=== kmeans_iter_ctrl ===
==> kmeans_iter_ctrl/congestion_map.png <==
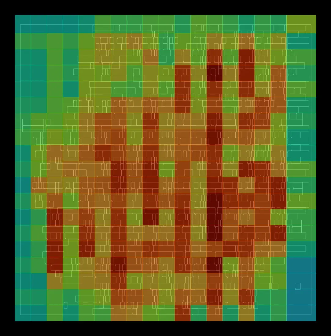

`src/rtl/kmeans_pkg.sv`:
```
// Shared constants, derived widths and FSM state type for the K-means iteration controller.
// The watchdog limit KM_TIMEOUT_CYCLES is only used when KMEANS_TIMEOUT_EN is defined.
package kmeans_pkg;

  localparam int KM_N_POINTS       = 512;
  localparam int KM_N_CLUSTERS     = 8;
  localparam int KM_N_DIMS         = 7;
  localparam int KM_DATA_W         = 13;
  localparam int KM_TIMEOUT_CYCLES = 4096;

  localparam int KM_ADDR_W = $clog2(KM_N_POINTS);
  localparam int KM_IDX_W  = $clog2(KM_N_CLUSTERS);
  localparam int KM_CNT_W  = $clog2(KM_N_POINTS) + 1;
  localparam int KM_ITER_W = 5;

  typedef enum logic [2:0] {
    S_IDLE,
    S_CLEAR,
    S_ASSIGN,
    S_DRAIN,
    S_UPDATE,
    S_CHECK,
    S_DONE
  } km_state_t;

endpackage

```
`src/rtl/kmeans_cluster_counter.sv`:
```
// Per-cluster membership counters: synchronous clear, increment by index, one read port.
`default_nettype none

module kmeans_cluster_counter
  import kmeans_pkg::*;
(
  input  logic                clk,
  input  logic                rst,
  input  logic                i_clr,
  input  logic                i_inc,
  input  logic [KM_IDX_W-1:0] i_inc_idx,
  input  logic [KM_IDX_W-1:0] i_rd_idx,
  output logic [KM_CNT_W-1:0] o_rd_cnt
);

  logic [KM_CNT_W-1:0] r_cnt [KM_N_CLUSTERS];

  // Count one assignment per cycle into the selected cluster; clear wins over increment.
  // NOTE: this array is small and its reset value is architecturally visible, so it is
  // reset like ordinary flops; large storage arrays would normally be left unreset.
  always_ff @(posedge clk or posedge rst) begin
    if (rst) begin
      for (int i = 0; i < KM_N_CLUSTERS; i++) r_cnt[i] <= '0;
    end else if (i_clr) begin
      for (int i = 0; i < KM_N_CLUSTERS; i++) r_cnt[i] <= '0;
    end else if (i_inc) begin
      r_cnt[i_inc_idx] <= r_cnt[i_inc_idx] + 1'b1;
    end
  end

  assign o_rd_cnt = r_cnt[i_rd_idx];

endmodule

`default_nettype wire

```
`src/rtl/kmeans_iter_ctrl.sv`:
```
// K-means run sequencer: clear -> stream points -> drain -> per-centroid divide -> convergence check.
// Optional watchdog: define KMEANS_TIMEOUT_EN to abort a stalled run with timeout_err.
`default_nettype none

module kmeans_iter_ctrl
  import kmeans_pkg::*;
#(
  parameter int MAX_ITER        = 16,
  parameter int MAX_OUTSTANDING = 4
) (
  input  logic                 clk,
  input  logic                 rst,
  input  logic                 go,
  output logic                 busy,
  output logic                 done,
  output logic                 converged,
  output logic [KM_ITER_W-1:0] iter_count,
  output logic                 acc_clr,
  output logic                 pt_req,
  output logic [KM_ADDR_W-1:0] pt_addr,
  input  logic                 pt_ack,
  input  logic                 asg_valid,
  input  logic [KM_IDX_W-1:0]  asg_cluster,
  output logic                 div_start,
  output logic [KM_IDX_W-1:0]  div_idx,
  output logic [KM_CNT_W-1:0]  div_count,
  input  logic                 div_done,
  output logic                 chk_start,
  input  logic                 chk_valid,
  input  logic                 chk_moved,
  output logic                 timeout_err
);

  localparam int                   OUT_W     = $clog2(MAX_OUTSTANDING + 1);
  localparam logic [OUT_W-1:0]     OUT_MAX   = OUT_W'(MAX_OUTSTANDING);
  localparam logic [KM_ADDR_W-1:0] ADDR_LAST = KM_ADDR_W'(KM_N_POINTS - 1);
  localparam logic [KM_IDX_W-1:0]  IDX_LAST  = KM_IDX_W'(KM_N_CLUSTERS - 1);
  localparam logic [KM_ITER_W-1:0] ITER_LAST = KM_ITER_W'(MAX_ITER - 1);

  km_state_t            r_state;
  logic                 r_busy, r_done, r_converged, r_acc_clr;
  logic                 r_pt_req, r_div_start, r_chk_start, r_div_wait;
  logic [KM_ITER_W-1:0] r_iter_count;
  logic [KM_ADDR_W-1:0] r_pt_addr;
  logic [KM_IDX_W-1:0]  r_div_idx;
  logic [KM_CNT_W-1:0]  r_div_count;
  logic [OUT_W-1:0]     r_outstanding;

  logic                 w_hs, w_asg, w_div_adv, w_timeout;
  logic [OUT_W-1:0]     w_out_next;
  logic [KM_CNT_W-1:0]  w_rd_cnt;

  // An assignment with nothing in flight is a datapath protocol error and is dropped.
  assign w_hs       = r_pt_req && pt_ack;
  assign w_asg      = asg_valid && (r_state != S_IDLE) && (r_outstanding != '0);
  assign w_out_next = r_outstanding + OUT_W'(w_hs) - OUT_W'(w_asg);
  // Empty clusters keep their old centroid and cost one cycle; others wait for div_done.
  assign w_div_adv  = r_div_wait ? div_done : (w_rd_cnt == '0);

  kmeans_cluster_counter u_counter (
    .clk       (clk),
    .rst       (rst),
    .i_clr     (r_state == S_CLEAR),
    .i_inc     (w_asg),
    .i_inc_idx (asg_cluster),
    .i_rd_idx  (r_div_idx),
    .o_rd_cnt  (w_rd_cnt)
  );

  // Main sequencer; every output is a flop so the datapath sees glitch-free controls.
  // NOTE: all state here uses non-blocking assignment so every branch reads the
  // pre-edge values, regardless of statement order inside the block.
  always_ff @(posedge clk or posedge rst) begin
    if (rst) begin
      r_state       <= S_IDLE;
      r_busy        <= 1'b0;
      r_done        <= 1'b0;
      r_converged   <= 1'b0;
      r_acc_clr     <= 1'b0;
      r_pt_req      <= 1'b0;
      r_div_start   <= 1'b0;
      r_chk_start   <= 1'b0;
      r_div_wait    <= 1'b0;
      r_iter_count  <= '0;
      r_pt_addr     <= '0;
      r_div_idx     <= '0;
      r_div_count   <= '0;
      r_outstanding <= '0;
    end else begin
      r_acc_clr     <= 1'b0;
      r_div_start   <= 1'b0;
      r_chk_start   <= 1'b0;
      r_done        <= 1'b0;
      r_outstanding <= w_out_next;
      if (w_timeout) begin
        r_state     <= S_DONE;
        r_done      <= 1'b1;
        r_converged <= 1'b0;
        r_pt_req    <= 1'b0;
        r_div_wait  <= 1'b0;
      end else begin
        case (r_state)
          S_IDLE: if (go) begin
            r_state      <= S_CLEAR;
            r_busy       <= 1'b1;
            r_iter_count <= '0;
            r_converged  <= 1'b0;
            r_acc_clr    <= 1'b1;
          end
          S_CLEAR: begin
            r_pt_addr     <= '0;
            r_outstanding <= '0;
            r_pt_req      <= 1'b1;
            r_state       <= S_ASSIGN;
          end
          S_ASSIGN: begin
            if (w_hs) r_pt_addr <= r_pt_addr + 1'b1;
            if (w_hs && (r_pt_addr == ADDR_LAST)) begin
              r_pt_req <= 1'b0;
              r_state  <= S_DRAIN;
            end else begin
              r_pt_req <= (w_out_next < OUT_MAX);
            end
          end
          S_DRAIN: if (r_outstanding == '0) begin
            r_state    <= S_UPDATE;
            r_div_idx  <= '0;
            r_div_wait <= 1'b0;
          end
          S_UPDATE: begin
            if (!r_div_wait && (w_rd_cnt != '0)) begin
              r_div_start <= 1'b1;
              r_div_count <= w_rd_cnt;
              r_div_wait  <= 1'b1;
            end
            if (w_div_adv) begin
              r_div_wait <= 1'b0;
              if (r_div_idx == IDX_LAST) begin
                r_state     <= S_CHECK;
                r_chk_start <= 1'b1;
              end else begin
                r_div_idx <= r_div_idx + 1'b1;
              end
            end
          end
          S_CHECK: if (chk_valid) begin
            r_iter_count <= r_iter_count + 1'b1;
            if (!chk_moved || (r_iter_count == ITER_LAST)) begin
              r_state     <= S_DONE;
              r_done      <= 1'b1;
              r_converged <= !chk_moved;
            end else begin
              r_state   <= S_CLEAR;
              r_acc_clr <= 1'b1;
            end
          end
          S_DONE: begin
            r_busy  <= 1'b0;
            r_state <= S_IDLE;
          end
          default: r_state <= S_IDLE;
        endcase
      end
    end
  end

`ifdef KMEANS_TIMEOUT_EN
  localparam int              WD_W     = $clog2(KM_TIMEOUT_CYCLES) + 1;
  localparam logic [WD_W-1:0] WD_LIMIT = WD_W'(KM_TIMEOUT_CYCLES - 1);

  km_state_t       r_state_q;
  logic [WD_W-1:0] r_wd_cnt;
  logic            r_timeout_err;
  logic            w_wd_kick, w_wd_watch;

  // Any progress (state change or datapath handshake) restarts the watchdog.
  assign w_wd_kick  = (r_state != r_state_q) || w_hs || w_asg ||
                      (r_div_wait && div_done) || ((r_state == S_CHECK) && chk_valid);
  assign w_wd_watch = r_state inside {S_ASSIGN, S_DRAIN, S_UPDATE, S_CHECK};
  assign w_timeout  = w_wd_watch && !w_wd_kick && (r_wd_cnt == WD_LIMIT);

  // Saturating cycles-since-progress counter and sticky error flag (cleared only by rst).
  always_ff @(posedge clk or posedge rst) begin
    if (rst) begin
      r_state_q     <= S_IDLE;
      r_wd_cnt      <= '0;
      r_timeout_err <= 1'b0;
    end else begin
      r_state_q <= r_state;
      if (w_wd_kick)              r_wd_cnt <= '0;
      else if (r_wd_cnt != WD_LIMIT) r_wd_cnt <= r_wd_cnt + 1'b1;
      if (w_timeout) r_timeout_err <= 1'b1;
    end
  end

  assign timeout_err = r_timeout_err;
`else
  assign w_timeout   = 1'b0;
  assign timeout_err = 1'b0;
`endif

  assign busy       = r_busy;
  assign done       = r_done;
  assign converged  = r_converged;
  assign iter_count = r_iter_count;
  assign acc_clr    = r_acc_clr;
  assign pt_req     = r_pt_req;
  assign pt_addr    = r_pt_addr;
  assign div_start  = r_div_start;
  assign div_idx    = r_div_idx;
  assign div_count  = r_div_count;
  assign chk_start  = r_chk_start;

endmodule

`default_nettype wire

```
`config.mk`:
```
export PLATFORM = sky130hd
export DESIGN_NAME = kmeans_iter_ctrl
export DESIGN_NICKNAME = d
export VERILOG_FILES = /design/src/rtl/kmeans_pkg.sv /design/src/rtl/kmeans_cluster_counter.sv /design/src/rtl/kmeans_iter_ctrl.sv
export SDC_FILE = /design/constraint.sdc
export NUM_CORES = 1
export LEC_CHECK = 0
export CELL_PAD_IN_SITES_DETAIL_PLACEMENT = 1
export CELL_PAD_IN_SITES_GLOBAL_PLACEMENT = 1
export CORE_AREA = 2 2 128 130
export CTS_BUF_LIST = sky130_fd_sc_hd__clkbuf_8
export DETAILED_ROUTE_END_ITERATION = 10
export DIE_AREA = 0 0 130 132
export DONT_BUFFER_PORTS = 1
export HOLD_SLACK_MARGIN = 0.03
export PLACE_DENSITY = 0.78
export SYNTH_ARGS = -nofsm -noshare
export SYNTH_HDL_FRONTEND = slang
export SYNTH_SLANG_ARGS = --single-unit
```
`constraint.sdc`:
```
create_clock -name clk -period 4.2 [get_ports clk]
set_input_delay 0.84 -clock clk [delete_from_list [all_inputs] [get_ports clk]]
set_output_delay 0.84 -clock clk [all_outputs]
set_load 0.01 [all_outputs]
```
=== y_demux1to4_buf ===
File: src/rtl/y_demux1to4_buf.sv
// Buffered 1-to-4 word demultiplexer. Each output channel has its own one-entry
// holding register, a valid/ready handshake and a wrapping delivered-word counter.
module y_demux1to4_buf #(
   parameter int SIZE  = 32,
   parameter int CNT_W = 8
) (
   input  logic                 clk,
   input  logic                 rst_n,
   input  logic [SIZE-1:0]      in_data,
   input  logic [1:0]           in_sel,
   input  logic                 in_valid,
   output logic                 in_ready,
   output logic [4*SIZE-1:0]    out_data,
   output logic [3:0]           out_valid,
   input  logic [3:0]           out_ready,
   output logic [4*CNT_W-1:0]   out_count
);

   logic [3:0] accept;
   logic [3:0] consume;

   // NOTE: every always_comb target gets a default before any conditional or
   // indexed write, so no path leaves it unassigned and no latch is inferred.
   always_comb begin
      in_ready       = ~out_valid[in_sel] | out_ready[in_sel];
      accept         = '0;
      accept[in_sel] = in_valid & in_ready;
   end

   assign consume = out_valid & out_ready;

   for (genvar i = 0; i < 4; i++) begin : g_ch
      logic             vld_q;
      logic [SIZE-1:0]  data_q;
      logic [CNT_W-1:0] cnt_q;

      // NOTE: sequential state is written only with non-blocking (<=) so every
      // register samples pre-edge values regardless of block evaluation order.
      always_ff @(posedge clk) begin
         if (!rst_n) begin
            // NOTE: the holding register is reset too: it is a single word, not
            // a memory array, and its value is visible on out_data after reset.
            vld_q  <= 1'b0;
            data_q <= '0;
            cnt_q  <= '0;
         end else begin
            // A same-cycle refill wins over the consume, so the channel never bubbles.
            if (accept[i]) begin
               data_q <= in_data;
               vld_q  <= 1'b1;
            end else if (consume[i]) begin
               vld_q  <= 1'b0;
            end
            if (consume[i]) begin
               cnt_q <= cnt_q + 1'b1;
            end
         end
      end

      assign out_valid[i]                  = vld_q;
      assign out_data[i*SIZE +: SIZE]      = data_q;
      assign out_count[i*CNT_W +: CNT_W]   = cnt_q;
   end

endmodule

File: config.mk
export PLATFORM = sky130hd
export DESIGN_NAME = y_demux1to4_buf
export DESIGN_NICKNAME = d
export VERILOG_FILES = /design/src/rtl/y_demux1to4_buf.sv
export SDC_FILE = /design/constraint.sdc
export NUM_CORES = 1
export LEC_CHECK = 0
export CORE_AREA = 10 10 126 128
export CTS_CLUSTER_SIZE = 12
export DETAILED_ROUTE_END_ITERATION = 12
export DIE_AREA = 0 0 136 138
export MAX_ROUTING_LAYER = met4
export PLACE_DENSITY = 0.84
export SLEW_MARGIN = 15
export SYNTH_ARGS = -nofsm -noshare
export SYNTH_HDL_FRONTEND = slang
export SYNTH_SLANG_ARGS = --single-unit
File: constraint.sdc
create_clock -name clk -period 4.1 [get_ports clk]
set_clock_uncertainty 0.2 [all_clocks]
set_input_delay 0.41 -clock clk [delete_from_list [all_inputs] [get_ports clk]]
set_output_delay 0.41 -clock clk [all_outputs]
set_load 0.02 [all_outputs]
=== mult_sequencer_flat ===
===== config.mk =====
export PLATFORM = sky130hd
export DESIGN_NAME = mult_sequencer_flat
export DESIGN_NICKNAME = d
export VERILOG_FILES = /design/src/rtl/mult_sequencer_if.sv /design/src/rtl/mult_sequencer.sv /design/src/flat_wrapper.sv
export SDC_FILE = /design/constraint.sdc
export NUM_CORES = 1
export LEC_CHECK = 0
export CAP_MARGIN = 5
export CELL_PAD_IN_SITES_DETAIL_PLACEMENT = 1
export CELL_PAD_IN_SITES_GLOBAL_PLACEMENT = 2
export CORE_UTILIZATION = 38
export DETAILED_ROUTE_END_ITERATION = 8
export GPL_TIMING_DRIVEN = 0
export PLACE_DENSITY = 0.89
export SLEW_MARGIN = 0
export SYNTH_ARGS = -nofsm -noshare
export SYNTH_HDL_FRONTEND = slang
export SYNTH_SLANG_ARGS = --single-unit

===== constraint.sdc =====
create_clock -name clk -period 15.5 [get_ports clk]
set_clock_uncertainty 0.15 [all_clocks]
set_input_delay 1.55 -clock clk [delete_from_list [all_inputs] [get_ports clk]]
set_output_delay 1.55 -clock clk [all_outputs]
set_load 0.01 [all_outputs]

===== src/rtl/mult_sequencer_if.sv =====
// Multiplier request/response bundle: operands and start in, status and product out.
interface mult_sequencer_if #(
  parameter int WIDTH = 32
);
  logic             start;
  logic             signed_op;
  logic [WIDTH-1:0] a;
  logic [WIDTH-1:0] b;
  logic             busy;
  logic             done;
  logic [WIDTH-1:0] hi;
  logic [WIDTH-1:0] lo;

  // Processor side issues the operation and watches busy/done.
  modport master (
    output start, signed_op, a, b,
    input  busy, done, hi, lo
  );

  // Multiplier side consumes the request and drives the result.
  modport slave (
    input  start, signed_op, a, b,
    output busy, done, hi, lo
  );
endinterface


===== src/rtl/mult_sequencer.sv =====
// Sequential shift-add multiplier for MIPS mult/multu.
// Processes one multiplier bit per clock, so a result takes WIDTH cycles.
// Signed operands are reduced to magnitudes, and the sign is fixed up on the final add.
module mult_sequencer #(
  parameter int WIDTH = 32
) (
  input logic             clk,
  input logic             reset,
  mult_sequencer_if.slave bus
);
  localparam int            CW   = $clog2(WIDTH);
  localparam logic [CW-1:0] LAST = CW'(WIDTH - 1);

  typedef enum logic [1:0] {
    IDLE,
    RUN,
    DONE
  } state_t;

  state_t             state;
  logic [CW-1:0]      count;
  logic [WIDTH-1:0]   a_reg;
  logic [WIDTH-1:0]   b_reg;
  logic               signed_reg;
  logic [2*WIDTH-1:0] acc;
  logic [WIDTH-1:0]   hi_reg;
  logic [WIDTH-1:0]   lo_reg;

  logic [WIDTH-1:0]   mag_a;
  logic [WIDTH-1:0]   mag_b;
  logic               negate;
  logic [2*WIDTH-1:0] addend;
  logic [2*WIDTH-1:0] sum;
  logic [2*WIDTH-1:0] product;

  // Magnitudes, partial-product step and final sign fix-up.
  // The most negative value maps to 2^(WIDTH-1), which still fits unsigned.
  always_comb begin
    mag_a   = (signed_reg && a_reg[WIDTH-1]) ? (-a_reg) : a_reg;
    mag_b   = (signed_reg && b_reg[WIDTH-1]) ? (-b_reg) : b_reg;
    negate  = signed_reg && (a_reg[WIDTH-1] ^ b_reg[WIDTH-1]);
    addend  = mag_b[count] ? ({{WIDTH{1'b0}}, mag_a} << count) : '0;
    sum     = acc + addend;
    product = negate ? (-sum) : sum;
  end

  // Control FSM and datapath registers; reset aborts any operation in flight.
  always_ff @(posedge clk or negedge reset) begin
    if (!reset) begin
      state      <= IDLE;
      count      <= '0;
      a_reg      <= '0;
      b_reg      <= '0;
      signed_reg <= 1'b0;
      acc        <= '0;
      hi_reg     <= '0;
      lo_reg     <= '0;
    end else begin
      case (state)
        IDLE, DONE: begin
          if (bus.start) begin
            a_reg      <= bus.a;
            b_reg      <= bus.b;
            signed_reg <= bus.signed_op;
            count      <= '0;
            acc        <= '0;
            state      <= RUN;
          end else begin
            state <= IDLE;
          end
        end
        RUN: begin
          acc   <= sum;
          count <= count + 1'b1;
          if (count == LAST) begin
            hi_reg <= product[2*WIDTH-1:WIDTH];
            lo_reg <= product[WIDTH-1:0];
            state  <= DONE;
          end
        end
        default: state <= IDLE;
      endcase
    end
  end

  assign bus.busy = (state == RUN);
  assign bus.done = (state == DONE);
  assign bus.hi   = hi_reg;
  assign bus.lo   = lo_reg;
endmodule


===== src/flat_wrapper.sv =====
// flat-port wrapper written by rule: the top's interface ports become plain ports
module mult_sequencer_flat 
#(
  parameter int WIDTH = 32
)
  (clk, reset, bus_start, bus_signed_op, bus_a, bus_b, bus_busy, bus_done, bus_hi, bus_lo);
  mult_sequencer_if #(.WIDTH(WIDTH)) bus_i ();
  input logic clk;
  input logic reset;
  input wire logic [$bits(bus_i.start)-1:0] bus_start;
  input wire logic [$bits(bus_i.signed_op)-1:0] bus_signed_op;
  input wire logic [$bits(bus_i.a)-1:0] bus_a;
  input wire logic [$bits(bus_i.b)-1:0] bus_b;
  output wire logic [$bits(bus_i.busy)-1:0] bus_busy;
  output wire logic [$bits(bus_i.done)-1:0] bus_done;
  output wire logic [$bits(bus_i.hi)-1:0] bus_hi;
  output wire logic [$bits(bus_i.lo)-1:0] bus_lo;
  assign bus_i.start = bus_start;
  assign bus_i.signed_op = bus_signed_op;
  assign bus_i.a = bus_a;
  assign bus_i.b = bus_b;
  assign bus_busy = bus_i.busy;
  assign bus_done = bus_i.done;
  assign bus_hi = bus_i.hi;
  assign bus_lo = bus_i.lo;
  mult_sequencer #(.WIDTH(WIDTH)) u_core (.clk(clk), .reset(reset), .bus(bus_i));
endmodule

==> mult_sequencer_flat/class_map.png <==
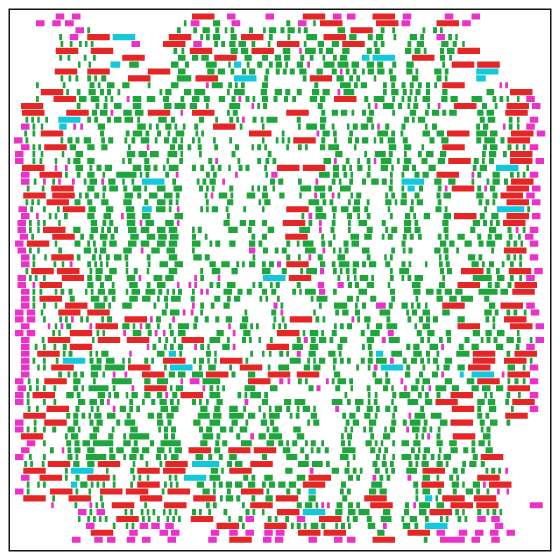
[magenta] remaining buffers and delay cells | cells: 271
[cyan] clock drivers and dummy loads | cells: 32
[green] remaining logic cells | cells: 1849
[red] registers | cells: 200

==> mult_sequencer_flat/ff_map.png <==
The bar under the picture is 50 um long. Other sequential cells in the stronger gray, the rest of the logic in the fainter gray.
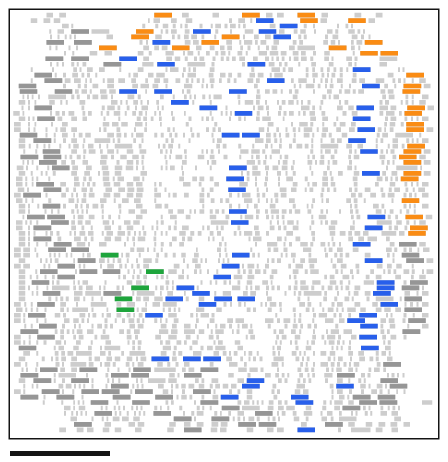
[orange] u_core.bus.hi | placed flops: 32
[blue] u_core.acc | placed flops: 64
[green] u_core.count | placed flops: 5
not colored: 99

==> notes.md, mult_sequencer_flat <==
- **cell depth of the worst setup path** 27
- **clock transition at the register clock pins on the worst setup and hold paths after CTS** 0.08 ns
- **Critical R2R Launch** u_core.b_reg[7]
- **final setup violating endpoints** 0
- **result of the run** completed
- **core footprint** 0.0441 mm2
- **arrival time at the worst endpoint** 10.08 ns
- **critical path required time** 15.72 ns
- **buffers added on ports** 133
- **clock buffer count** 17
- **maximum buffer depth of the clock tree** 2
- **number of placed I/O pins** 134
- **Main logic family** AND-OR/OR-AND gates
- **largest cell class by area** logic gates
- **hold_sp** u_core.bus.hi[12]
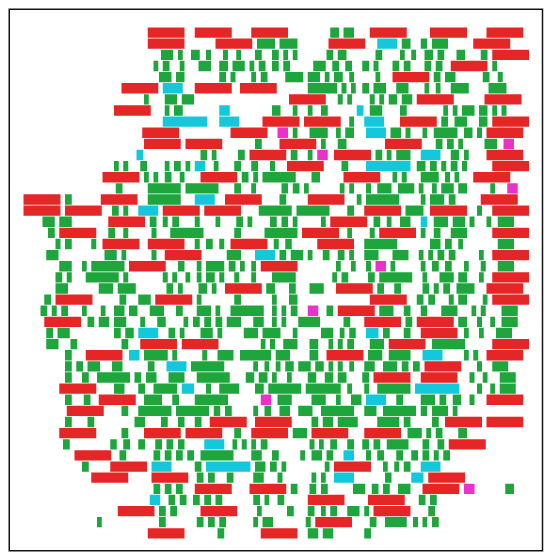
(kmeans_iter_ctrl/class_map.png)
[red] registers | cells: 121
[green] remaining logic cells | cells: 610
[magenta] remaining buffers and delay cells | cells: 8
[cyan] clock drivers and dummy loads | cells: 32
sequential fraction of total cell area: 38.9%
number of core rows: 46
post-route design area: 0.00778 mm2

Notes on kmeans_iter_ctrl/congestion_map.png above:
met3 global-route usage: 7.22%
met2 track utilization from global routing: 45.8%

==> notes.md, kmeans_iter_ctrl <==
- **area share of and-or/or-and cells after synthesis** 12.7%
- **Pins Over Slew Limit** 0
- **Initial DRT Pass Iterations** 6
- **remaining design rule violation count** 0
- **arrival time at the worst endpoint** 3.87 ns
- **fraction of area in multi-input gates** 50.4%
- **final core utilization** 49.5%
- **clock network latency to the later pin of the worst-skew pair** 0.48 ns
- **post-synth tally of flip-flops with integrated enable** 0
- **critical path class** reg -> reg
- **final setup violating endpoints** 0
- **Final Routed Wirelength** 23.7 mm
- **clk sinks** 121
- **CP max-delay cell** sky130_fd_sc_hd__dfrtp_1
- **post-CTS setup repair buffer count** 0
- **clock period minus final worst setup slack** 3.52 ns
- **Vias** 6272
- **count of plain and timing-repair buffers in the layout** 8
- **Worst Max-Slew Pin Slew** 1.32 ns
- **result of the run** completed
- **register containing the most flip-flops in the final layout** u_counter.r_cnt
- **period utilisation layout** 83.9%
- **cells after synthesis** 793
- **maximum single-stage delay on the critical path** 0.81 ns
- **number of placed I/O pins** 46
- **crit-path cells** buf_4 > mux4_2 > nor4_1 > and3_1 > a31oi_1 > o21ai_2 > mux2_2
- **final global-route overflow total** 0
==> y_demux1to4_buf/ff_map.png <==
The bar under the picture is 50 um long. Other cells in gray.
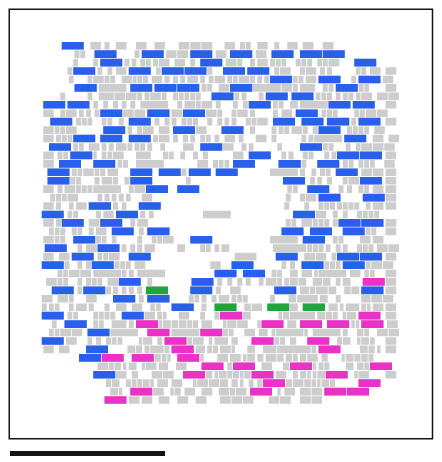
[green] g_ch.vld_q | placed flops: 4
[blue] g_ch.data_q | placed flops: 128
[magenta] g_ch.cnt_q | placed flops: 32

==> y_demux1to4_buf/congestion_map.png <==
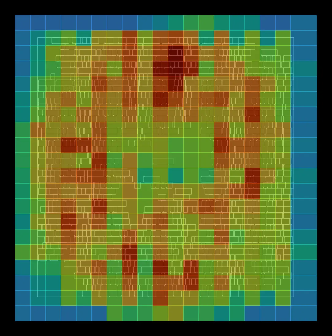
met3 global-route usage: 8.59%
overall track demand over capacity in global routing: 23.7%

==> notes.md, y_demux1to4_buf <==
- **tightest hold margin** 0.268 ns
- **critical path class** in -> out
- **cells after synthesis** 780
- **buffers added on ports** 205
- **result of the run** completed
- **remaining design rule violation count** 0
- **RSZ-0062 raised after global routing** false
- **mux cell area share after synthesis** 1.11%
- **area share of and-or/or-and cells after synthesis** 22.9%
- **number of multi-input logic gates** 529
- **clock transition at the register clock pins on the worst setup and hold paths after CTS** 0.05 ns
- **worst setup path start** in_sel[1]
- **clock period minus final worst setup slack** 2.86 ns
- **leading post-synthesis cells by cell area** sky130_fd_sc_hd__dfxtp_1 50%, sky130_fd_sc_hd__a21oi_1 11%, sky130_fd_sc_hd__nand3_1 11%, sky130_fd_sc_hd__o21ai_0 8.2%, sky130_fd_sc_hd__buf_2 2.6%
- **register containing the most flip-flops in the final layout** g_ch.data_q
- **number of diodes added for antenna fixing** 0

==> layout pictures side by side <==
Wiring heat map.
(a)
The bar under the picture is 50 um long. 21 x 21 tiles, from dark blue (low) to red (high), scaled to the fullest tile. Values are wire area over tile area, all layers added.
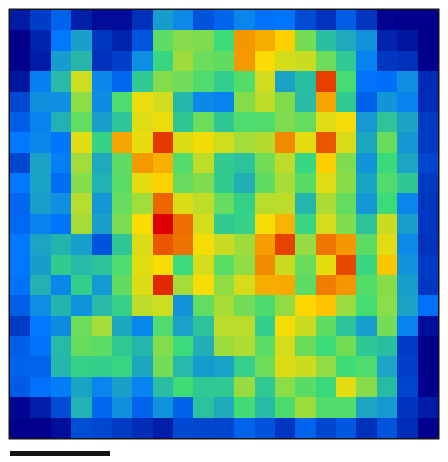
(b)
The bar under the picture is 50 um long. 26 x 26 tiles, from dark blue (low) to red (high), scaled to the fullest tile. Values are wire area over tile area, all layers added.
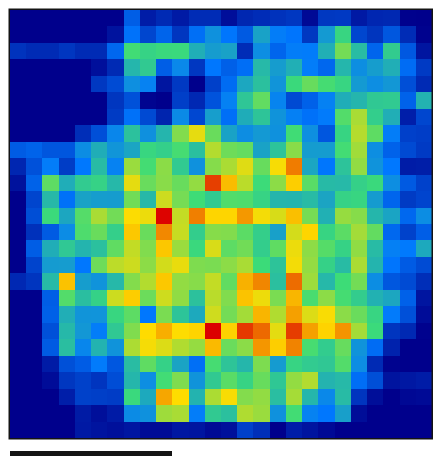
(c)
The bar under the picture is 50 um long. 27 x 28 tiles, from dark blue (low) to red (high), scaled to the fullest tile. Values are wire area over tile area, all layers added.
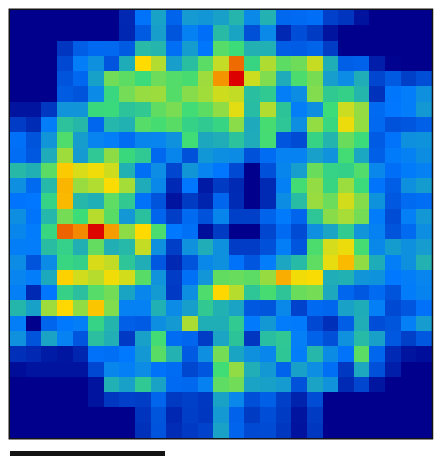
- largest die: (a)
(a): mult_sequencer_flat
(c): y_demux1to4_buf
(b): kmeans_iter_ctrl



## Gallery

Routed metal, one color a layer.
The bar under the picture is 50 um long.
image #1
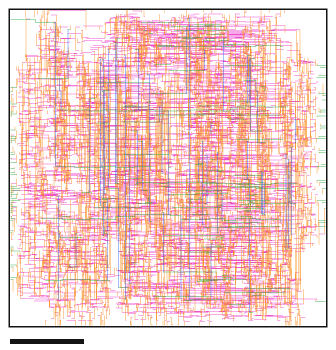
image #2
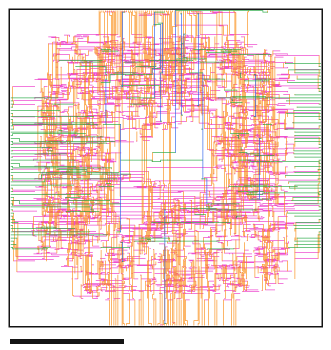
image #3
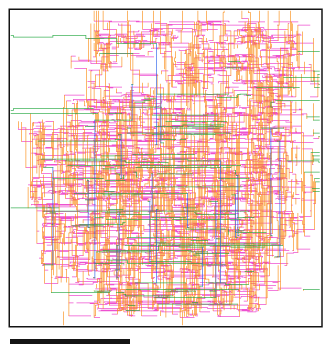
mult_sequencer_flat is image #1.
y_demux1to4_buf is image #2.
kmeans_iter_ctrl is image #3.
The one with the largest die is image #1.

